# fbs_sequencer

==> fbs_sequencer/clock_map.png <==
Bar = 100 um.
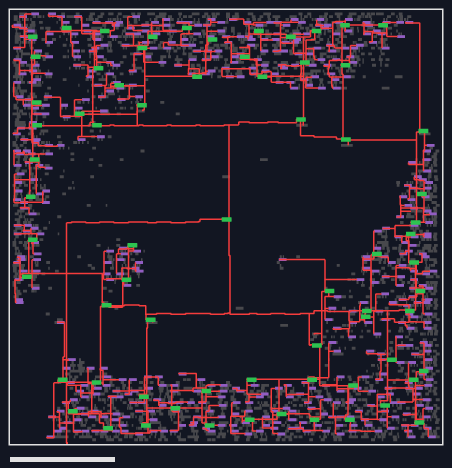

[config.mk]
export PLATFORM = sky130hd
export DESIGN_NAME = fbs_sequencer
export DESIGN_NICKNAME = d
export VERILOG_FILES = /design/src/rtl/fbs_sequencer.sv
export SDC_FILE = /design/constraint.sdc
export NUM_CORES = 1
export LEC_CHECK = 0
export CORE_AREA = 2 2 409 411
export DETAILED_ROUTE_END_ITERATION = 6
export DIE_AREA = 0 0 411 413
export GPL_TIMING_DRIVEN = 1
export PLACE_DENSITY_LB_ADDON = 0.3
export SETUP_SLACK_MARGIN = 0.5
export SLEW_MARGIN = 20
export SYNTH_ARGS = -nofsm -noshare
export SYNTH_HDL_FRONTEND = slang
export SYNTH_SLANG_ARGS = --single-unit
[constraint.sdc]
create_clock -name clk -period 6.9 [get_ports clk]
set_clock_uncertainty 0.15 [all_clocks]
set_input_delay 1.725 -clock clk [delete_from_list [all_inputs] [get_ports clk]]
set_output_delay 1.725 -clock clk [all_outputs]
set_load 0.02 [all_outputs]
[src/rtl/fbs_sequencer.sv]
// fbs_sequencer: sequences backup (push) and restore (pop) requests onto an
// external F-register backup cache. One request is accepted at a time; the
// cache is driven with single-cycle strobes and restored data is returned with
// a one-cycle rst_valid pulse.
// Optional build macro FBS_SEQ_CHECK_EN: enables overflow/underflow checking
// with a sticky err flag. Without it err is tied low and depth wraps.
module fbs_sequencer #(
  parameter int DATA_W = 256,
  parameter int DEPTH  = 16,
  parameter int RD_LAT = 0,
  localparam int D_W   = $clog2(DEPTH) + 1
) (
  input  logic              clk,
  input  logic              reset,
  input  logic              req_valid,
  input  logic              req_op,
  output logic              req_ready,
  input  logic [DATA_W-1:0] snap_in,
  output logic [DATA_W-1:0] rst_data,
  output logic              rst_valid,
  output logic              fbs_backup,
  output logic              fbs_restore,
  output logic [DATA_W-1:0] fbs_dataIn,
  input  logic [DATA_W-1:0] fbs_dataOut,
  output logic [D_W-1:0]    depth,
  output logic              busy,
  output logic              err
);

`ifdef FBS_SEQ_CHECK_EN
  localparam bit CHECK_EN = 1'b1;
`else
  localparam bit CHECK_EN = 1'b0;
`endif

  typedef enum logic [2:0] {
    IDLE    = 3'd0,
    BACKUP  = 3'd1,
    RESTORE = 3'd2,
    WAIT    = 3'd3,
    DONE    = 3'd4
  } state_t;

  // RESTORE itself covers no read latency, so WAIT counts RD_LAT-1 down to 0.
  localparam bit             LAT0      = (RD_LAT == 0);
  localparam logic [1:0]     WAIT_INIT = (RD_LAT > 1) ? 2'(RD_LAT - 1) : 2'd0;
  localparam logic [D_W-1:0] DEPTH_MAX = D_W'(DEPTH);

  state_t              state_q, state_d;
  logic [D_W-1:0]      depth_q, depth_d;
  logic [DATA_W-1:0]   wr_q, wr_d;
  logic [DATA_W-1:0]   rst_data_q, rst_data_d;
  logic                rst_valid_q, rst_valid_d;
  logic                fbs_backup_q, fbs_backup_d;
  logic                fbs_restore_q, fbs_restore_d;
  logic                ready_q, ready_d;
  logic                busy_q, busy_d;
  logic                err_q, err_d;
  logic                abort_q, abort_d;
  logic [1:0]          wait_cnt_q, wait_cnt_d;

  // Next-state and next-output computation; all outputs are registered copies.
  always_comb begin
    state_d    = state_q;
    depth_d    = depth_q;
    wr_d       = wr_q;
    rst_data_d = rst_data_q;
    err_d      = err_q;
    abort_d    = abort_q;
    wait_cnt_d = wait_cnt_q;

    case (state_q)
      IDLE: begin
        abort_d = 1'b0;
        if (req_valid) begin
          if (!req_op) begin
            wr_d    = snap_in;
            state_d = BACKUP;
            // A full cache turns the backup into a strobe-less error cycle.
            if (CHECK_EN && (depth_q == DEPTH_MAX)) begin
              abort_d = 1'b1;
              err_d   = 1'b1;
            end
          end else begin
            state_d = RESTORE;
            // An empty cache turns the restore into a strobe-less error cycle.
            if (CHECK_EN && (depth_q == '0)) begin
              abort_d = 1'b1;
              err_d   = 1'b1;
            end
          end
        end
      end
      BACKUP: begin
        state_d = IDLE;
        if (!abort_q) begin
          depth_d = depth_q + D_W'(1);
        end
      end
      RESTORE: begin
        if (abort_q) begin
          state_d = IDLE;
        end else begin
          depth_d = depth_q - D_W'(1);
          if (LAT0) begin
            rst_data_d = fbs_dataOut;
            state_d    = DONE;
          end else begin
            wait_cnt_d = WAIT_INIT;
            state_d    = WAIT;
          end
        end
      end
      WAIT: begin
        if (wait_cnt_q == 2'd0) begin
          rst_data_d = fbs_dataOut;
          state_d    = DONE;
        end else begin
          wait_cnt_d = wait_cnt_q - 2'd1;
        end
      end
      DONE: begin
        state_d = IDLE;
      end
      default: begin
        state_d = IDLE;
      end
    endcase

    // Strobes are only issued in their own state, and never for an error cycle.
    fbs_backup_d  = (state_d == BACKUP)  && !abort_d;
    fbs_restore_d = (state_d == RESTORE) && !abort_d;
    rst_valid_d   = (state_d == DONE);
    ready_d       = (state_d == IDLE);
    busy_d        = (state_d != IDLE);
  end

  // State register with synchronous reset; reset aborts any operation in flight.
  always_ff @(posedge clk) begin
    if (reset) begin
      state_q       <= IDLE;
      depth_q       <= '0;
      wr_q          <= '0;
      rst_data_q    <= '0;
      rst_valid_q   <= 1'b0;
      fbs_backup_q  <= 1'b0;
      fbs_restore_q <= 1'b0;
      ready_q       <= 1'b1;
      busy_q        <= 1'b0;
      err_q         <= 1'b0;
      abort_q       <= 1'b0;
      wait_cnt_q    <= 2'd0;
    end else begin
      state_q       <= state_d;
      depth_q       <= depth_d;
      wr_q          <= wr_d;
      rst_data_q    <= rst_data_d;
      rst_valid_q   <= rst_valid_d;
      fbs_backup_q  <= fbs_backup_d;
      fbs_restore_q <= fbs_restore_d;
      ready_q       <= ready_d;
      busy_q        <= busy_d;
      err_q         <= err_d;
      abort_q       <= abort_d;
      wait_cnt_q    <= wait_cnt_d;
    end
  end

  assign req_ready   = ready_q;
  assign rst_data    = rst_data_q;
  assign rst_valid   = rst_valid_q;
  assign fbs_backup  = fbs_backup_q;
  assign fbs_restore = fbs_restore_q;
  assign fbs_dataIn  = wr_q;
  assign depth       = depth_q;
  assign busy        = busy_q;

`ifdef FBS_SEQ_CHECK_EN
  assign err = err_q;
`else
  assign err = 1'b0;
`endif

endmodule
# fcims_seq_flat

## src/rtl/fcims_pkg.sv

```systemverilog
// Shared definitions for the sequential food-court inventory unit:
// opcodes, FSM state encoding and a saturating adder.
package fcims_pkg;

  localparam logic OP_RESTOCK = 1'b0;
  localparam logic OP_SELL    = 1'b1;

  typedef enum logic [1:0] {
    StIdle,
    StCheck,
    StMul,
    StDone
  } fcims_state_e;

  localparam int unsigned SatW = 64;

  // Returns min(a + b, 2^width - 1); callers zero-extend operands to SatW bits.
  function automatic logic [SatW-1:0] sat_add(input logic [SatW-1:0] a,
                                              input logic [SatW-1:0] b,
                                              input int unsigned     width);
    logic [SatW:0] sum;
    logic [SatW:0] lim;
    sum = {1'b0, a} + {1'b0, b};
    lim = ((SatW + 1)'(1) << width) - (SatW + 1)'(1);
    return (sum > lim) ? lim[SatW-1:0] : sum[SatW-1:0];
  endfunction

endpackage

```

## src/rtl/fcims_seq_if.sv

```systemverilog
// Request/response bundle between the counter front-end (master) and
// the inventory sequencer (slave).
interface fcims_seq_if #(
  parameter int unsigned N_ITEMS = 4,
  parameter int unsigned CNT_W   = 4,
  parameter int unsigned PRICE_W = 4,
  parameter int unsigned TOTAL_W = 12
);
  localparam int unsigned IdxW  = $clog2(N_ITEMS);
  localparam int unsigned ProdW = PRICE_W + CNT_W;

  logic                       req_valid;
  logic                       req_ready;
  logic                       req_op;
  logic [IdxW-1:0]            req_item;
  logic [CNT_W-1:0]           req_qty;
  logic [PRICE_W-1:0]         req_uprice;
  logic                       bill_clear;
  logic                       resp_valid;
  logic                       resp_ok;
  logic [ProdW-1:0]           resp_price;
  logic [CNT_W-1:0]           resp_stock;
  logic [TOTAL_W-1:0]         bill_total;
  logic [N_ITEMS*CNT_W-1:0]   stock_flat;

  modport master (
    output req_valid, req_op, req_item, req_qty, req_uprice, bill_clear,
    input  req_ready, resp_valid, resp_ok, resp_price, resp_stock, bill_total, stock_flat
  );

  modport slave (
    input  req_valid, req_op, req_item, req_qty, req_uprice, bill_clear,
    output req_ready, resp_valid, resp_ok, resp_price, resp_stock, bill_total, stock_flat
  );

endinterface

```

## src/rtl/fcims_shift_mult.sv

```systemverilog
// Unsigned shift-add multiplier: the LSB partial product is folded in at start,
// so done rises exactly CNT_W cycles after start with the full product ready.
module fcims_shift_mult #(
  parameter int unsigned PRICE_W = 4,
  parameter int unsigned CNT_W   = 4
) (
  input  logic                       clk,
  input  logic                       reset_n,
  input  logic                       start_i,
  input  logic [PRICE_W-1:0]         uprice_i,
  input  logic [CNT_W-1:0]           qty_i,
  output logic                       busy_o,
  output logic                       done_o,
  output logic [PRICE_W+CNT_W-1:0]   product_o
);

  localparam int unsigned ProdW   = PRICE_W + CNT_W;
  localparam int unsigned CntBits = $clog2(CNT_W + 1);

  logic [ProdW-1:0]   mcand_q;
  logic [ProdW-1:0]   acc_q;
  logic [CNT_W-1:0]   mplier_q;
  logic [CntBits-1:0] left_q;
  logic               busy_q;

  always_ff @(posedge clk or negedge reset_n) begin
    if (!reset_n) begin
      mcand_q  <= '0;
      acc_q    <= '0;
      mplier_q <= '0;
      left_q   <= '0;
      busy_q   <= 1'b0;
    end else if (start_i) begin
      mcand_q  <= ProdW'(uprice_i) << 1;
      mplier_q <= qty_i >> 1;
      acc_q    <= qty_i[0] ? ProdW'(uprice_i) : '0;
      left_q   <= CntBits'(CNT_W - 1);
      busy_q   <= 1'b1;
    end else if (busy_q) begin
      if (left_q != '0) begin
        if (mplier_q[0]) begin
          acc_q <= acc_q + mcand_q;
        end
        mcand_q  <= mcand_q << 1;
        mplier_q <= mplier_q >> 1;
        left_q   <= left_q - CntBits'(1);
      end else begin
        busy_q <= 1'b0;
      end
    end
  end

  assign busy_o    = busy_q;
  assign done_o    = busy_q && (left_q == '0);
  assign product_o = acc_q;

endmodule

```

## src/rtl/fcims_seq.sv

```systemverilog
// Sequential multi-item inventory: one restock/sale transaction at a time,
// sales priced by a shift-add multiplier and accumulated into a saturating bill.
module fcims_seq
  import fcims_pkg::*;
#(
  parameter int unsigned N_ITEMS = 4,
  parameter int unsigned CNT_W   = 4,
  parameter int unsigned PRICE_W = 4,
  parameter int unsigned TOTAL_W = 12
) (
  input logic        clk,
  input logic        reset_n,
  fcims_seq_if.slave bus
);

  localparam int unsigned IdxW  = $clog2(N_ITEMS);
  localparam int unsigned ProdW = PRICE_W + CNT_W;

  fcims_state_e       state_q;
  logic               op_q;
  logic [IdxW-1:0]    item_q;
  logic [CNT_W-1:0]   qty_q;
  logic [PRICE_W-1:0] uprice_q;
  logic [CNT_W-1:0]   res_stock_q;
  logic [CNT_W-1:0]   stock_q [N_ITEMS];
  logic [TOTAL_W-1:0] total_q, total_d, total_base;
  logic               resp_valid_q, resp_ok_q;
  logic [ProdW-1:0]   resp_price_q;
  logic [CNT_W-1:0]   resp_stock_q;

  logic               item_ok, sell_ok, restock_ok, accept, stock_we;
  logic [CNT_W-1:0]   cur_stock, stock_wdata;
  logic [CNT_W:0]     restock_sum;
  logic               mul_start, mul_busy, mul_done;
  logic [ProdW-1:0]   mul_product;

  always_comb begin
    item_ok   = 32'(item_q) < N_ITEMS;
    cur_stock = '0;
    if (item_ok) begin
      cur_stock = stock_q[item_q];
    end
    restock_sum = {1'b0, cur_stock} + {1'b0, qty_q};
    sell_ok     = item_ok && (qty_q <= cur_stock);
    restock_ok  = item_ok && !restock_sum[CNT_W];
    accept      = (op_q == OP_SELL) ? sell_ok : restock_ok;
    stock_we    = (state_q == StCheck) && accept;
    stock_wdata = (op_q == OP_SELL) ? (cur_stock - qty_q) : restock_sum[CNT_W-1:0];
    mul_start   = stock_we && (op_q == OP_SELL) && !mul_busy;

    // Clear wins over the old total but not over the sale completing this cycle.
    total_base = bus.bill_clear ? '0 : total_q;
    total_d    = total_base;
    if ((state_q == StDone) && resp_ok_q && (op_q == OP_SELL)) begin
      total_d = TOTAL_W'(sat_add(SatW'(total_base), SatW'(resp_price_q), TOTAL_W));
    end
  end

  always_ff @(posedge clk or negedge reset_n) begin
    if (!reset_n) begin
      stock_q <= '{default: '0};
    end else if (stock_we) begin
      stock_q[item_q] <= stock_wdata;
    end
  end

  always_ff @(posedge clk or negedge reset_n) begin
    if (!reset_n) begin
      state_q      <= StIdle;
      op_q         <= OP_RESTOCK;
      item_q       <= '0;
      qty_q        <= '0;
      uprice_q     <= '0;
      res_stock_q  <= '0;
      total_q      <= '0;
      resp_valid_q <= 1'b0;
      resp_ok_q    <= 1'b0;
      resp_price_q <= '0;
      resp_stock_q <= '0;
    end else begin
      total_q      <= total_d;
      resp_valid_q <= 1'b0;
      unique case (state_q)
        StIdle: begin
          if (bus.req_valid) begin
            op_q     <= bus.req_op;
            item_q   <= bus.req_item;
            qty_q    <= bus.req_qty;
            uprice_q <= bus.req_uprice;
            state_q  <= StCheck;
          end
        end
        StCheck: begin
          res_stock_q <= stock_we ? stock_wdata : cur_stock;
          if (mul_start) begin
            state_q <= StMul;
          end else begin
            resp_valid_q <= 1'b1;
            resp_ok_q    <= accept;
            resp_price_q <= '0;
            resp_stock_q <= stock_we ? stock_wdata : cur_stock;
            state_q      <= StDone;
          end
        end
        StMul: begin
          if (mul_done) begin
            resp_valid_q <= 1'b1;
            resp_ok_q    <= 1'b1;
            resp_price_q <= mul_product;
            resp_stock_q <= res_stock_q;
            state_q      <= StDone;
          end
        end
        StDone:  state_q <= StIdle;
        default: state_q <= StIdle;
      endcase
    end
  end

  fcims_shift_mult #(
    .PRICE_W(PRICE_W),
    .CNT_W  (CNT_W)
  ) u_mult (
    .clk      (clk),
    .reset_n  (reset_n),
    .start_i  (mul_start),
    .uprice_i (uprice_q),
    .qty_i    (qty_q),
    .busy_o   (mul_busy),
    .done_o   (mul_done),
    .product_o(mul_product)
  );

  assign bus.req_ready  = (state_q == StIdle);
  assign bus.resp_valid = resp_valid_q;
  assign bus.resp_ok    = resp_ok_q;
  assign bus.resp_price = resp_price_q;
  assign bus.resp_stock = resp_stock_q;
  assign bus.bill_total = total_q;

  for (genvar g = 0; g < N_ITEMS; g++) begin : g_flat
    assign bus.stock_flat[g*CNT_W +: CNT_W] = stock_q[g];
  end

endmodule

```

## src/flat_wrapper.sv

```systemverilog
// flat-port wrapper written by rule: the top's interface ports become plain ports
module fcims_seq_flat import fcims_pkg::*;
#(
  parameter int unsigned N_ITEMS = 4,
  parameter int unsigned CNT_W   = 4,
  parameter int unsigned PRICE_W = 4,
  parameter int unsigned TOTAL_W = 12
)
  (clk, reset_n, bus_req_valid, bus_req_op, bus_req_item, bus_req_qty, bus_req_uprice, bus_bill_clear, bus_req_ready, bus_resp_valid, bus_resp_ok, bus_resp_price, bus_resp_stock, bus_bill_total, bus_stock_flat);
  fcims_seq_if #(.N_ITEMS(N_ITEMS), .CNT_W(CNT_W), .PRICE_W(PRICE_W), .TOTAL_W(TOTAL_W)) bus_i ();
  input logic clk;
  input logic reset_n;
  input wire logic [$bits(bus_i.req_valid)-1:0] bus_req_valid;
  input wire logic [$bits(bus_i.req_op)-1:0] bus_req_op;
  input wire logic [$bits(bus_i.req_item)-1:0] bus_req_item;
  input wire logic [$bits(bus_i.req_qty)-1:0] bus_req_qty;
  input wire logic [$bits(bus_i.req_uprice)-1:0] bus_req_uprice;
  input wire logic [$bits(bus_i.bill_clear)-1:0] bus_bill_clear;
  output wire logic [$bits(bus_i.req_ready)-1:0] bus_req_ready;
  output wire logic [$bits(bus_i.resp_valid)-1:0] bus_resp_valid;
  output wire logic [$bits(bus_i.resp_ok)-1:0] bus_resp_ok;
  output wire logic [$bits(bus_i.resp_price)-1:0] bus_resp_price;
  output wire logic [$bits(bus_i.resp_stock)-1:0] bus_resp_stock;
  output wire logic [$bits(bus_i.bill_total)-1:0] bus_bill_total;
  output wire logic [$bits(bus_i.stock_flat)-1:0] bus_stock_flat;
  assign bus_i.req_valid = bus_req_valid;
  assign bus_i.req_op = bus_req_op;
  assign bus_i.req_item = bus_req_item;
  assign bus_i.req_qty = bus_req_qty;
  assign bus_i.req_uprice = bus_req_uprice;
  assign bus_i.bill_clear = bus_bill_clear;
  assign bus_req_ready = bus_i.req_ready;
  assign bus_resp_valid = bus_i.resp_valid;
  assign bus_resp_ok = bus_i.resp_ok;
  assign bus_resp_price = bus_i.resp_price;
  assign bus_resp_stock = bus_i.resp_stock;
  assign bus_bill_total = bus_i.bill_total;
  assign bus_stock_flat = bus_i.stock_flat;
  fcims_seq #(.N_ITEMS(N_ITEMS), .CNT_W(CNT_W), .PRICE_W(PRICE_W), .TOTAL_W(TOTAL_W)) u_core (.clk(clk), .reset_n(reset_n), .bus(bus_i));
endmodule
```

## config.mk

```make
export PLATFORM = sky130hd
export DESIGN_NAME = fcims_seq_flat
export DESIGN_NICKNAME = d
export VERILOG_FILES = /design/src/rtl/fcims_pkg.sv /design/src/rtl/fcims_seq_if.sv /design/src/rtl/fcims_shift_mult.sv /design/src/rtl/fcims_seq.sv /design/src/flat_wrapper.sv
export SDC_FILE = /design/constraint.sdc
export NUM_CORES = 1
export LEC_CHECK = 0
export CORE_MARGIN = 8
export CORE_UTILIZATION = 40
export CTS_BUF_LIST = sky130_fd_sc_hd__clkbuf_16
export DETAILED_ROUTE_END_ITERATION = 8
export REMOVE_ABC_BUFFERS = 1
export SLEW_MARGIN = 40
export SYNTH_ARGS = -nofsm -noshare
export SYNTH_HDL_FRONTEND = slang
export SYNTH_SLANG_ARGS = --single-unit
```

## constraint.sdc

```tcl
create_clock -name clk -period 2.8 [get_ports clk]
set_input_delay 0.84 -clock clk [delete_from_list [all_inputs] [get_ports clk]]
set_output_delay 0.84 -clock clk [all_outputs]
set_load 0.02 [all_outputs]
```

# multicycle_control_unit_flat

`src/rtl/multicycle_control_unit_pkg.sv`:
```
// Shared encodings for the multicycle control unit: FSM states, opcodes,
// ALU operations, write-back sources, flag bit positions and the strobe bundle.
package control_pkg;

    localparam int unsigned STATE_W   = 4;
    localparam int unsigned OP_W      = 4;
    localparam int unsigned FLAGS_W   = 4;
    localparam int unsigned ALU_OP_W  = 3;
    localparam int unsigned REG_SRC_W = 2;

    typedef enum logic [STATE_W-1:0] {
        S_FETCH   = 4'd0,
        S_DECODE  = 4'd1,
        S_EXEC_R  = 4'd2,
        S_ALU_WB  = 4'd3,
        S_MEM_ADR = 4'd4,
        S_MEM_RD  = 4'd5,
        S_MEM_WB  = 4'd6,
        S_MEM_WR  = 4'd7,
        S_BRANCH  = 4'd8,
        S_LDI     = 4'd9,
        S_CMP     = 4'd10,
        S_HALT    = 4'd15
    } state_t;

    localparam logic [OP_W-1:0] OP_LDI  = 4'h8;
    localparam logic [OP_W-1:0] OP_LDR  = 4'h9;
    localparam logic [OP_W-1:0] OP_STR  = 4'hA;
    localparam logic [OP_W-1:0] OP_B    = 4'hB;
    localparam logic [OP_W-1:0] OP_BEQ  = 4'hC;
    localparam logic [OP_W-1:0] OP_BNE  = 4'hD;
    localparam logic [OP_W-1:0] OP_CMP  = 4'hE;
    localparam logic [OP_W-1:0] OP_HALT = 4'hF;

    localparam logic [ALU_OP_W-1:0] ALU_ADD = 3'd0;
    localparam logic [ALU_OP_W-1:0] ALU_SUB = 3'd1;
    localparam logic [ALU_OP_W-1:0] ALU_AND = 3'd2;
    localparam logic [ALU_OP_W-1:0] ALU_ORR = 3'd3;
    localparam logic [ALU_OP_W-1:0] ALU_XOR = 3'd4;
    localparam logic [ALU_OP_W-1:0] ALU_MOV = 3'd5;
    localparam logic [ALU_OP_W-1:0] ALU_LSL = 3'd6;
    localparam logic [ALU_OP_W-1:0] ALU_LSR = 3'd7;

    localparam logic [REG_SRC_W-1:0] SRC_ALU = 2'd0;
    localparam logic [REG_SRC_W-1:0] SRC_MEM = 2'd1;
    localparam logic [REG_SRC_W-1:0] SRC_IMM = 2'd2;

    localparam int unsigned FLAG_N = 3;
    localparam int unsigned FLAG_Z = 2;
    localparam int unsigned FLAG_C = 1;
    localparam int unsigned FLAG_V = 0;

    typedef struct packed {
        logic                 adr_src;
        logic                 ir_write;
        logic                 pc_inc;
        logic                 pc_load;
        logic                 mem_write;
        logic                 reg_write;
        logic [REG_SRC_W-1:0] reg_src;
        logic [ALU_OP_W-1:0]  alu_op;
        logic                 alu_src_b;
        logic                 flags_write;
        logic                 halted;
    } ctrl_t;

    // Opcodes 0x0..0x7 are register ALU operations encoded directly in op[2:0].
    function automatic logic is_alu_op(input logic [OP_W-1:0] op);
        return ~op[OP_W-1];
    endfunction

endpackage

```
`src/rtl/multicycle_control_unit_if.sv`:
```
// Control-unit <-> datapath bundle. master = control unit, slave = datapath.
interface multicycle_control_unit_if #(
    parameter int unsigned CNT_W = 8
);
    import control_pkg::*;

    logic [OP_W-1:0]      op;
    logic [FLAGS_W-1:0]   FLAGS;
    logic                 mem_ready;

    logic [STATE_W-1:0]   state;
    logic                 adr_src;
    logic                 ir_write;
    logic                 pc_inc;
    logic                 pc_load;
    logic                 mem_write;
    logic                 reg_write;
    logic [REG_SRC_W-1:0] reg_src;
    logic [ALU_OP_W-1:0]  alu_op;
    logic                 alu_src_b;
    logic                 flags_write;
    logic                 halted;
    logic [CNT_W-1:0]     instr_count;

    modport master (
        input  op, FLAGS, mem_ready,
        output state, adr_src, ir_write, pc_inc, pc_load, mem_write, reg_write,
               reg_src, alu_op, alu_src_b, flags_write, halted, instr_count
    );

    modport slave (
        output op, FLAGS, mem_ready,
        input  state, adr_src, ir_write, pc_inc, pc_load, mem_write, reg_write,
               reg_src, alu_op, alu_src_b, flags_write, halted, instr_count
    );

endinterface

```
`src/rtl/multicycle_control_unit_decoder.sv`:
```
// Combinational strobe decode from the current state; only FETCH strobes
// depend on mem_ready and only BRANCH looks at the flags.
module control_output_decoder
    import control_pkg::*;
(
    input  state_t             state,
    input  logic [OP_W-1:0]    op,
    input  logic [FLAGS_W-1:0] flags,
    input  logic               mem_ready,
    output ctrl_t              ctrl
);

    logic zero;
    logic unused_flags;

    assign zero         = flags[FLAG_Z];
    assign unused_flags = ^{flags[FLAG_N], flags[FLAG_C], flags[FLAG_V]};

    always_comb begin
        ctrl = '0;
        case (state)
            S_FETCH: begin
                ctrl.adr_src  = 1'b0;
                ctrl.ir_write = mem_ready;
                ctrl.pc_inc   = mem_ready;
            end
            S_EXEC_R: begin
                ctrl.alu_op      = op[ALU_OP_W-1:0];
                ctrl.alu_src_b   = 1'b0;
                ctrl.flags_write = 1'b1;
            end
            S_ALU_WB: begin
                ctrl.reg_write = 1'b1;
                ctrl.reg_src   = SRC_ALU;
            end
            S_LDI: begin
                ctrl.reg_write = 1'b1;
                ctrl.reg_src   = SRC_IMM;
            end
            S_MEM_ADR: begin
                ctrl.alu_op    = ALU_ADD;
                ctrl.alu_src_b = 1'b1;
            end
            S_MEM_RD: begin
                ctrl.adr_src = 1'b1;
            end
            S_MEM_WB: begin
                ctrl.reg_write = 1'b1;
                ctrl.reg_src   = SRC_MEM;
            end
            S_MEM_WR: begin
                ctrl.adr_src   = 1'b1;
                ctrl.mem_write = 1'b1;
            end
            S_BRANCH: begin
                ctrl.pc_load = (op == OP_B)
                             | ((op == OP_BEQ) &  zero)
                             | ((op == OP_BNE) & ~zero);
            end
            S_CMP: begin
                ctrl.alu_op      = ALU_SUB;
                ctrl.alu_src_b   = 1'b0;
                ctrl.flags_write = 1'b1;
            end
            S_HALT: begin
                ctrl.halted = 1'b1;
            end
            default: ;
        endcase
    end

endmodule

```
`src/rtl/multicycle_control_unit.sv`:
```
// Control FSM for the 8-bit multicycle datapath: state register, next-state
// logic, retired-instruction counter and reset gating of all outputs.
module multicycle_control_unit
    import control_pkg::*;
#(
    parameter int unsigned CNT_W = 8
) (
    input  logic                       clock,
    input  logic                       reset,
    multicycle_control_unit_if.master  bus
);

    state_t            state_q;
    state_t            state_d;
    logic              retire_c;
    logic [CNT_W-1:0]  cnt_q;
    ctrl_t             ctrl_c;
    ctrl_t             ctrl_o;

    always_ff @(posedge clock) begin
        if (reset) begin
            state_q <= S_FETCH;
            cnt_q   <= '0;
        end else begin
            state_q <= state_d;
            if (retire_c) begin
                cnt_q <= cnt_q + CNT_W'(1);
            end
        end
    end

    // Next state; retire_c marks the edge that completes an instruction.
    always_comb begin
        state_d  = S_FETCH;
        retire_c = 1'b0;
        case (state_q)
            S_FETCH:   state_d = bus.mem_ready ? S_DECODE : S_FETCH;
            S_DECODE: begin
                if (is_alu_op(bus.op)) begin
                    state_d = S_EXEC_R;
                end else begin
                    case (bus.op)
                        OP_LDI:                 state_d = S_LDI;
                        OP_LDR, OP_STR:         state_d = S_MEM_ADR;
                        OP_B, OP_BEQ, OP_BNE:   state_d = S_BRANCH;
                        OP_CMP:                 state_d = S_CMP;
                        OP_HALT: begin
                            state_d  = S_HALT;
                            retire_c = 1'b1;
                        end
                        default:                state_d = S_FETCH;
                    endcase
                end
            end
            S_EXEC_R:  state_d = S_ALU_WB;
            S_MEM_ADR: state_d = (bus.op == OP_STR) ? S_MEM_WR : S_MEM_RD;
            S_MEM_RD:  state_d = bus.mem_ready ? S_MEM_WB : S_MEM_RD;
            S_MEM_WR: begin
                state_d  = bus.mem_ready ? S_FETCH : S_MEM_WR;
                retire_c = bus.mem_ready;
            end
            S_ALU_WB, S_MEM_WB, S_LDI, S_BRANCH, S_CMP: begin
                state_d  = S_FETCH;
                retire_c = 1'b1;
            end
            S_HALT:    state_d = S_HALT;
            default:   state_d = S_FETCH;
        endcase
    end

    control_output_decoder u_decoder (
        .state     (state_q),
        .op        (bus.op),
        .flags     (bus.FLAGS),
        .mem_ready (bus.mem_ready),
        .ctrl      (ctrl_c)
    );

    // Reset forces every output quiet in the same cycle, not just after the edge.
    assign ctrl_o          = reset ? '0 : ctrl_c;
    assign bus.state       = reset ? STATE_W'(S_FETCH) : STATE_W'(state_q);
    assign bus.instr_count = reset ? '0 : cnt_q;

    assign bus.adr_src     = ctrl_o.adr_src;
    assign bus.ir_write    = ctrl_o.ir_write;
    assign bus.pc_inc      = ctrl_o.pc_inc;
    assign bus.pc_load     = ctrl_o.pc_load;
    assign bus.mem_write   = ctrl_o.mem_write;
    assign bus.reg_write   = ctrl_o.reg_write;
    assign bus.reg_src     = ctrl_o.reg_src;
    assign bus.alu_op      = ctrl_o.alu_op;
    assign bus.alu_src_b   = ctrl_o.alu_src_b;
    assign bus.flags_write = ctrl_o.flags_write;
    assign bus.halted      = ctrl_o.halted;

endmodule

```
`src/flat_wrapper.sv`:
```
// flat-port wrapper written by rule: the top's interface ports become plain ports
module multicycle_control_unit_flat import control_pkg::*;
#(
    parameter int unsigned CNT_W = 8
)
  (clock, reset, bus_op, bus_FLAGS, bus_mem_ready, bus_state, bus_adr_src, bus_ir_write, bus_pc_inc, bus_pc_load, bus_mem_write, bus_reg_write, bus_reg_src, bus_alu_op, bus_alu_src_b, bus_flags_write, bus_halted, bus_instr_count);
  multicycle_control_unit_if #(.CNT_W(CNT_W)) bus_i ();
  input  logic clock;
  input  logic reset;
  input wire logic [$bits(bus_i.op)-1:0] bus_op;
  input wire logic [$bits(bus_i.FLAGS)-1:0] bus_FLAGS;
  input wire logic [$bits(bus_i.mem_ready)-1:0] bus_mem_ready;
  output wire logic [$bits(bus_i.state)-1:0] bus_state;
  output wire logic [$bits(bus_i.adr_src)-1:0] bus_adr_src;
  output wire logic [$bits(bus_i.ir_write)-1:0] bus_ir_write;
  output wire logic [$bits(bus_i.pc_inc)-1:0] bus_pc_inc;
  output wire logic [$bits(bus_i.pc_load)-1:0] bus_pc_load;
  output wire logic [$bits(bus_i.mem_write)-1:0] bus_mem_write;
  output wire logic [$bits(bus_i.reg_write)-1:0] bus_reg_write;
  output wire logic [$bits(bus_i.reg_src)-1:0] bus_reg_src;
  output wire logic [$bits(bus_i.alu_op)-1:0] bus_alu_op;
  output wire logic [$bits(bus_i.alu_src_b)-1:0] bus_alu_src_b;
  output wire logic [$bits(bus_i.flags_write)-1:0] bus_flags_write;
  output wire logic [$bits(bus_i.halted)-1:0] bus_halted;
  output wire logic [$bits(bus_i.instr_count)-1:0] bus_instr_count;
  assign bus_i.op = bus_op;
  assign bus_i.FLAGS = bus_FLAGS;
  assign bus_i.mem_ready = bus_mem_ready;
  assign bus_state = bus_i.state;
  assign bus_adr_src = bus_i.adr_src;
  assign bus_ir_write = bus_i.ir_write;
  assign bus_pc_inc = bus_i.pc_inc;
  assign bus_pc_load = bus_i.pc_load;
  assign bus_mem_write = bus_i.mem_write;
  assign bus_reg_write = bus_i.reg_write;
  assign bus_reg_src = bus_i.reg_src;
  assign bus_alu_op = bus_i.alu_op;
  assign bus_alu_src_b = bus_i.alu_src_b;
  assign bus_flags_write = bus_i.flags_write;
  assign bus_halted = bus_i.halted;
  assign bus_instr_count = bus_i.instr_count;
  multicycle_control_unit #(.CNT_W(CNT_W)) u_core (.clock(clock), .reset(reset), .bus(bus_i));
endmodule
```
`config.mk`:
```
export PLATFORM = sky130hd
export DESIGN_NAME = multicycle_control_unit_flat
export DESIGN_NICKNAME = d
export VERILOG_FILES = /design/src/rtl/multicycle_control_unit_pkg.sv /design/src/rtl/multicycle_control_unit_if.sv /design/src/rtl/multicycle_control_unit_decoder.sv /design/src/rtl/multicycle_control_unit.sv /design/src/flat_wrapper.sv
export SDC_FILE = /design/constraint.sdc
export NUM_CORES = 1
export LEC_CHECK = 0
export ABC_AREA = 1
export CAP_MARGIN = 20
export CELL_PAD_IN_SITES_DETAIL_PLACEMENT = 1
export CELL_PAD_IN_SITES_GLOBAL_PLACEMENT = 1
export CORE_MARGIN = 2
export CORE_UTILIZATION = 31
export CTS_CLUSTER_DIAMETER = 150
export DETAILED_ROUTE_END_ITERATION = 10
export PLACE_DENSITY = 0.88
export SYNTH_ARGS = -nofsm -noshare
export SYNTH_HDL_FRONTEND = slang
export SYNTH_SLANG_ARGS = --single-unit
```
`constraint.sdc`:
```
create_clock -name clock -period 2.4 [get_ports clock]
set_input_delay 0.72 -clock clock [delete_from_list [all_inputs] [get_ports clock]]
set_output_delay 0.72 -clock clock [all_outputs]
set_load 0.02 [all_outputs]
```

==> notes/layouts.md <==
Pictures saved along the way, in no particular order.

Clock nets.
picture 1
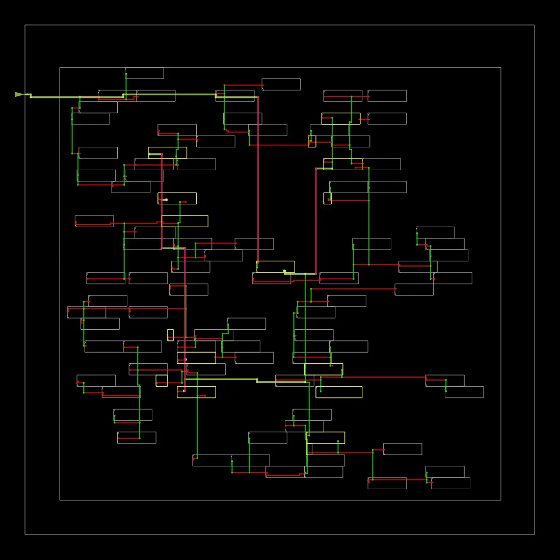
picture 2
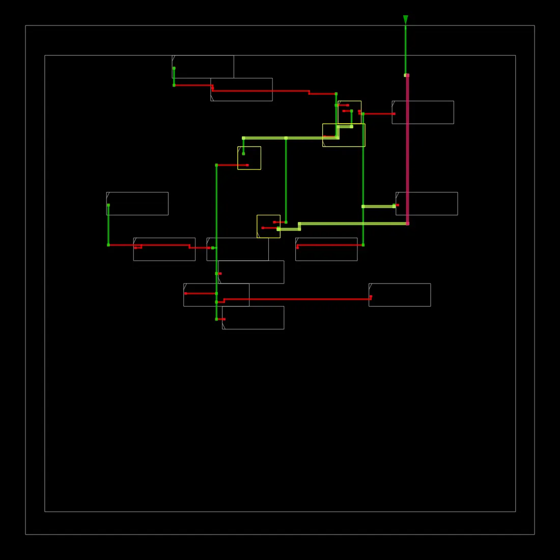
picture 3
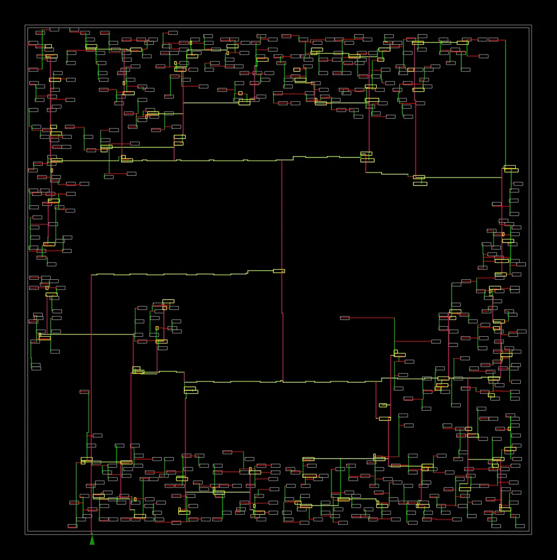
| from | picture |
|---|---|
| multicycle_control_unit_flat | picture 2 |
| fbs_sequencer | picture 3 |
| fcims_seq_flat | picture 1 |
- most clock buffers: picture 3
- fewest sequential cells: picture 2

==> multicycle_control_unit_flat/cell_classes.png <==
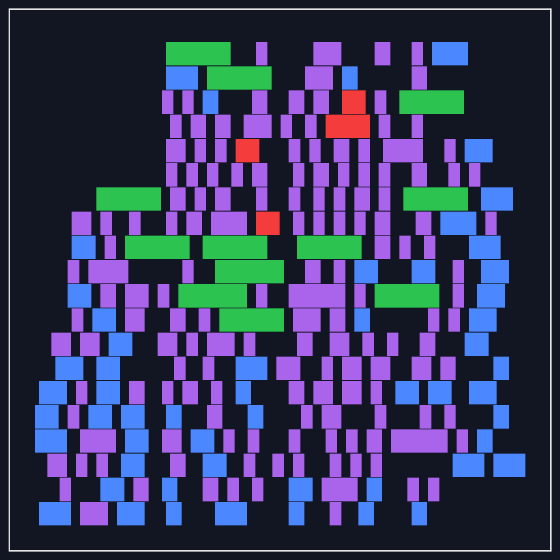
| colour | class | cells | share of their area |
|---|---|---|---|
| red | clock drivers and dummy loads | 4 | 2.5% |
| green | flip-flops | 12 | 17% |
| blue | other buffers and delay cells | 54 | 28% |
| purple | all other logic | 154 | 53% |

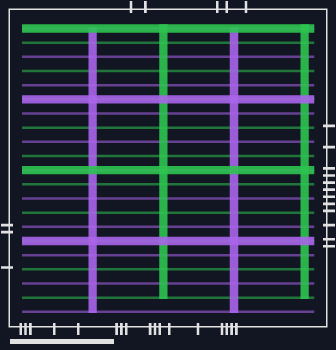
(multicycle_control_unit_flat/pdn.png)
Bar = 20 um. Pins as bars on the die edge.
| colour | net |
|---|---|
| green | VDD |
| purple | VSS |
met4 straps: 4
rows: 20
Die X: 60.7 um
die height: 60.7 um
core area: 0.00305 mm2
VDD IR max: 0.000157 V

==> reports/metrics.yaml, multicycle_control_unit_flat <==
drt:
  dr.pass1.iters: 4
  via_per_inst: 4.81
  wl_per_cell_um: 14.4
  routed_wl_um: 3860
cells_and_area:
  diodes: 0
  final_cell_area_mm2: 0.00150
  lay_top_cells: "nand2_1 (32), nor2_1 (31), inv_1 (21)"
synth:
  ys_seq_share_pct: 24.1
  synth-async-reset-ratio_pct: 0
  ys_sh_mux_pct: 0
  simple_gate_share_pct: 46.0
  syn-num-nets: 184
  syn_area_um2: 996
  synth-main-ff-cell: "dfxtp_1"
  adder_share_pct: 1.26
  logic_family: "simple AND/OR/NAND/NOR gates"
  synth_cell_type_count: 26
  avgSynthCellArea_um2: 5.79
clock_tree:
  clock_path_buffers: 2
  clk_pin_slew_ns: 0.08
  cts_tree: "done"
  htree_levels: 1
  clock-sinks: 12
placement:
  hpwlAfterDp_um: 3020
  pre_cts_ws_ns: -0.739
setup_path:
  arrival_ns: 1.65
  critPathMaxFanout: 2
  crit_type: "input pin to output port"
power:
  p_leak_uw: 0.000746
  p_clk_uw: 168
  power_uw: 578
  seq-power_uw: 223
final_timing:
  post-route-min-period_ns: 2.37
  timing.final.crit_share_pct: 98.8
  maxSlewViolCount: 0
grt:
  grt.total_usage_pct: 21.9
  grt_remaining_overflow: 0
  antenna_found_initial: 0
status:
  status: "completed"
## multicycle_control_unit_flat: worst max-delay path: stages
cell	delay, ns
clkdlybuf4s50_1	0.49
nand3_1	0.11
nor2_1	0.14
buf_2	0.19
## multicycle_control_unit_flat: sequential cells by signal, summed over array words and instances (netlist names)
register and count:
u_core.cnt_q 8, u_core.state_q 4
## multicycle_control_unit_flat: layout make-up
class / instances / area, um2
Multi-Input combinational cell: 126 / 657
Sequential cell: 12 / 243
Inverter: 28 / 105
Tap cell: 44 / 55.1
Timing Repair Buffer: 54 / 408
Fill cell: 423 / 1550
Clock buffer: 4 / 36.3
## multicycle_control_unit_flat: layer usage
metal / track usage, % / wire length [um] / share of wire [%]
met1: 24.4 / 1620 / 42
met2: 41.5 / 2060 / 53
met3: 3.20 / 101 / 2.6
met4: 8.07 / 81 / 2.1
met5: 0 / 0 / 0
## multicycle_control_unit_flat: timing repair
item / in CTS / in global routing
hold buffers: 0 / 0
setup endpoints to repair: 26 / 16
pin swaps: 1 / 1
resized: 71 / 29
gates cloned: 0 / 0
buffers inserted: 1 / 2
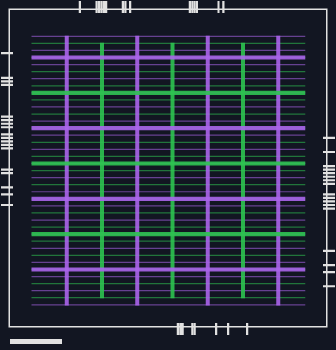
(fcims_seq_flat/pdn.png)
Bar = 20 um. Pins as bars on the die edge.
| colour | net |
|---|---|
| purple | VSS |
| green | VDD |
met5 straps: 7
rows: 38
met4 straps: 7
met1 rails: 39
signal pins: 58
Die X: 122 um
core area: 0.0109 mm2
VDD IR max: 0.000686 V
die height: 122 um

==> reports/metrics.yaml, fcims_seq_flat <==
setup_path:
  ff2ff_setup_slack_ns: 0.03
  crit_type: "flip-flop to flip-flop"
  r2r-start: "u_core.item_q[0]"
  reg2reg_to: "u_core.bus.stock_flat[6]"
  arrival_ns: 2.99
  cpLargestDelayFamily: "multiplexers"
  worstSetupStartpointType: "flip-flop"
  worst-path-stages: 11
power:
  seq-power_uw: 1950
  power_uw: 7940
  switchingPower_uw: 3140
  seq_power_share_pct: 24.6
  p_per_area_mw_per_mm2: 1290
  p_clk_uw: 1240
cells_and_area:
  drive_gt1_share_pct: 26.0
  diodes: 0
  finalNetCount: 604
  syn_to_final_growth_pct: 37.6
  fin_cells: 702
grt:
  grt_pass1_vias: 3841
  gr-usage-met3_pct: 3.84
  grt_pass1_wl_um: 18800
  busiest_layer: "met2"
clock_tree:
  root_buffer: "clkbuf_16"
  cts_buffers: 9
  clk_pin_slew_ns: 0.06
drt:
  via_per_inst: 5.14
  vias: 3607
  highest_layer: "met4"
  wl_per_cell_um: 16.1
  dr.pass1.iters: 4
synth:
  area_leaders: "dfrtp_1 (45%), ha_1 (7.8%), mux2_2 (7.1%)"
  yosys-top-cells-count: "dfrtp_1 (81), nand2_1 (48), o21ai_0 (34)"
  top_area_share_pct: 45.4
  adder_share_pct: 9.64
  simple_gate_share_pct: 13.4
  logic_family: "AND-OR/OR-AND gates"
  xor_share_pct: 1.57
  compound_area_share_pct: 15.4
  ys_warn_count: 0
status:
  status: "completed"
floorplan:
  rows: 38
  io_pins: 58
final_timing:
  final.setup.worst_slack_ns: 0.0339
  relSlewSlack_pct: 62.3
  maxSlewViolCount: 0
  hold_ws_ns: 0.471
  timing.final.crit_share_pct: 98.8
placement:
  pre_cts_ws_ns: -0.680
worst_hold_path:
  min_path_type: "flip-flop to flip-flop"
flow_run:
  warning_count: 33
[fcims_seq_flat: what timing repair did]
action | CTS | global route
buffers inserted | 5 | 3
setup endpoints to repair | 30 | 34
cloned | 0 | 0
endpoints found under the hold margin | 0 | 0
pin swaps | 5 | 9
gates resized | 20 | 21
[fcims_seq_flat: cells in the final DEF, fill, tap and decap left out, types with 5 or more instances in the layout]
cell and instances:
nor2b_1 8, nor3_1 7, ha_1 23, inv_1 25, clkbuf_16 9, nor2_1 28, mux2_2 26, a21oi_1 25
nand3_1 13, buf_4 58, clkdlybuf4s50_1 55, buf_6 6, dfrtp_1 80, mux2i_1 6, o21ai_0 30, a22o_1 8
ha_4 5, nand2b_1 7, nand2_1 48
[fcims_seq_flat: final cells by class]
| class | count | area (um2) | area share [%] |
|---|---|---|---|
| clock buffers | 9 | 225 | 3.67 |
| inverters | 29 | 109 | 1.77 |
| repair buffers | 123 | 1120 | 18.2 |
| flip-flops and latches | 81 | 2030 | 33.0 |
| well taps | 140 | 175 | 2.85 |
| multi-input cells | 313 | 2400 | 39.1 |
| clock inverters | 7 | 85.1 | 1.38 |
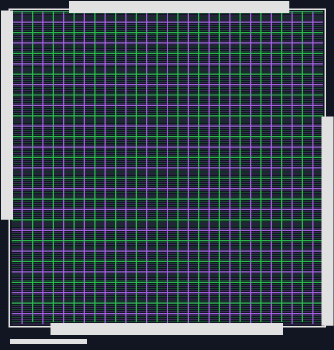
(fbs_sequencer/pdn.png)
Bar = 100 um. Pins as bars on the die edge.
| colour | net |
|---|---|
| green | VDD |
| purple | VSS |
met4 straps: 29
met1 rails: 151
met5 straps: 30
signal pins: 1,039
rows: 150
Die X: 411 um
VDD IR max: 0.000151 V
die height: 413 um

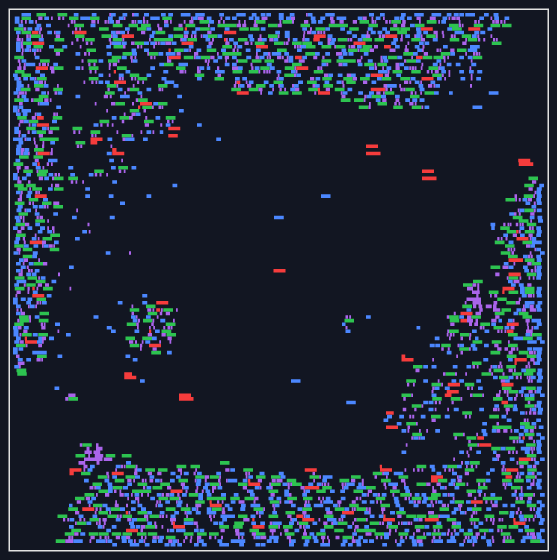
(fbs_sequencer/cell_classes.png)
| colour | class | cells | share of their area |
|---|---|---|---|
| green | flip-flops | 528 | 35% |
| purple | all other logic | 1,603 | 23% |
| red | clock drivers and dummy loads | 122 | 7.6% |
| blue | other buffers and delay cells | 1,065 | 35% |

About fbs_sequencer/clock_map.png:
[purple] flip-flops | count: 528
[red] clock wires | length: 9,830 um
[green] cells driving clock nets | count: 69
flops lie: widely spread
routed clock nets: 70
Clock group: 3720 uW
clock share of power: 46.0%
Latency at later pin: 0.65 ns

==> reports/metrics.yaml, fbs_sequencer <==
drt:
  routed_wl_um: 100000
  wl_per_cell_um: 18.1
  dr_wl_met2_um: 49600
setup_path:
  crit_type: "flip-flop to output port"
  worstSetupStartpointType: "flip-flop"
  r2r-start: "state_q[0]"
  cp_data_required_time_ns: 5.03
floorplan:
  initial_core_util_pct: 11.1
synth:
  syn_area_mm2: 0.0184
  yosys-top-cells-count: "nand2_1 (1,025), dfxtp_1 (528), a21oi_1 (517)"
  most_common_cell: "nand2_1"
  ys_seq_share_pct: 57.6
  avgSynthCellArea_um2: 7.95
  edf_count: 0
clock_tree:
  cts_buffers: 69
  cts_resized: 0
  root_buffer: "clkbuf_16"
cells_and_area:
  fillers: 18587
  finalNetCount: 3786
power:
  p_leak_uw: 0.0111
status:
  status: "completed"
grt:
  grt_max_degree: 155
  use_met2_pct: 19.1
placement:
  routabilityCongestion: 0.822
final_timing:
  fmax_mhz: 261
  timing.final.crit_share_pct: 55.6
  finalSetupTns_ns: 0
  rsz0062_at_grt: "false"
-- fbs_sequencer: report_power, final --
group,internal (uW),switching (uW),leakage [uW]
logic,558,564,0.00563
registers,3180,69.6,0.00430
clock network,2190,1530,0.00112
-- fbs_sequencer: metrics by stage --
stage	hold WS [ns]	instance area (um2)
after floorplan	0.328	18400
after global placement	0.291	30900
after detailed placement	0.295	30900
after CTS	0.303	33200
after global routing	0.314	33200
final	0.300	33200
-- fbs_sequencer: cells by family after synthesis --
logic type,after synthesis
AND-OR/OR-AND,532
XOR/XNOR,4
adder cells (fa/ha/maj),3
buffers and inverters,181
flip-flops,528
multiplexers,3
other,1
AND/OR/NAND/NOR,1056
-- fbs_sequencer: state kept, by name, summed over array words and instances (netlist names) --
signal,flops
req_ready,1
rst_data,256
busy,1
wait_cnt_q,2
abort_q,1
fbs_restore,1
fbs_dataIn,256
rst_valid,1
depth,5
state_q,3
fbs_backup,1
-- fbs_sequencer: cell type report --
class | count | area share (%)
timing repair buffer | 1065 | 32.2
sequential | 528 | 31.8
multi-input combinational | 1599 | 20.6
tap | 2204 | 8.30
clock buffer | 104 | 6.04
clock inverter | 18 | 0.960
antenna | 7 | 0.0527
inverter | 4 | 0.0452


==> layout pictures side by side <==
Metal layers overlaid.
shot_01.png
Bar = 20 um.
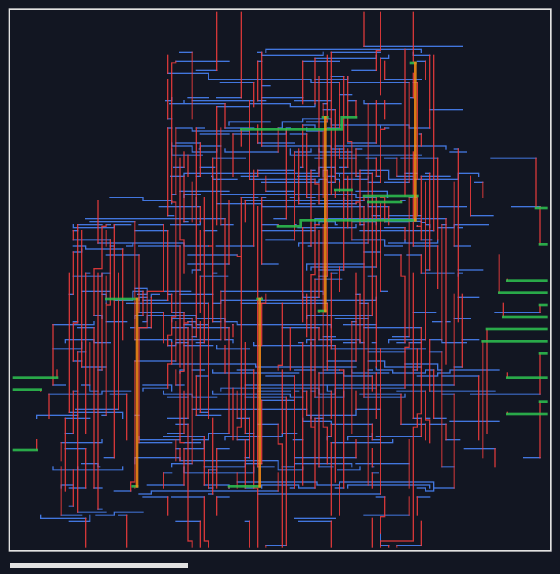
shot_02.png
Bar = 100 um.
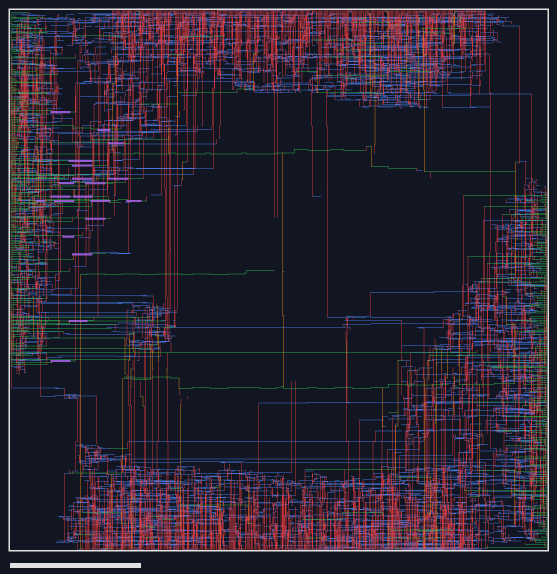
shot_03.png
Bar = 20 um.
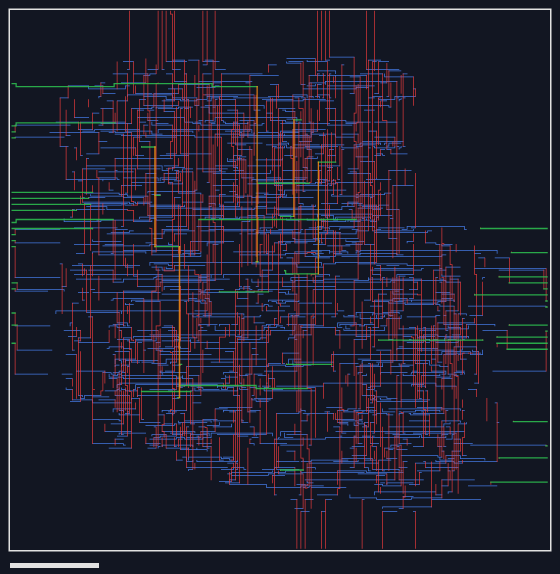
shot_01.png comes from multicycle_control_unit_flat.
shot_03.png comes from fcims_seq_flat.
shot_02.png comes from fbs_sequencer.
The one with the smallest die is shot_01.png.
The one with the largest die is shot_02.png.

Key to shot_03.png:
| colour | layer | wire length |
|---|---|---|
| blue | met1 | 5,400 um |
| orange | met4 | 143 um |
| green | met3 | 494 um |
| red | met2 | 5,280 um |

Power figures rest on the tool's default switching activity, not on a simulated workload.
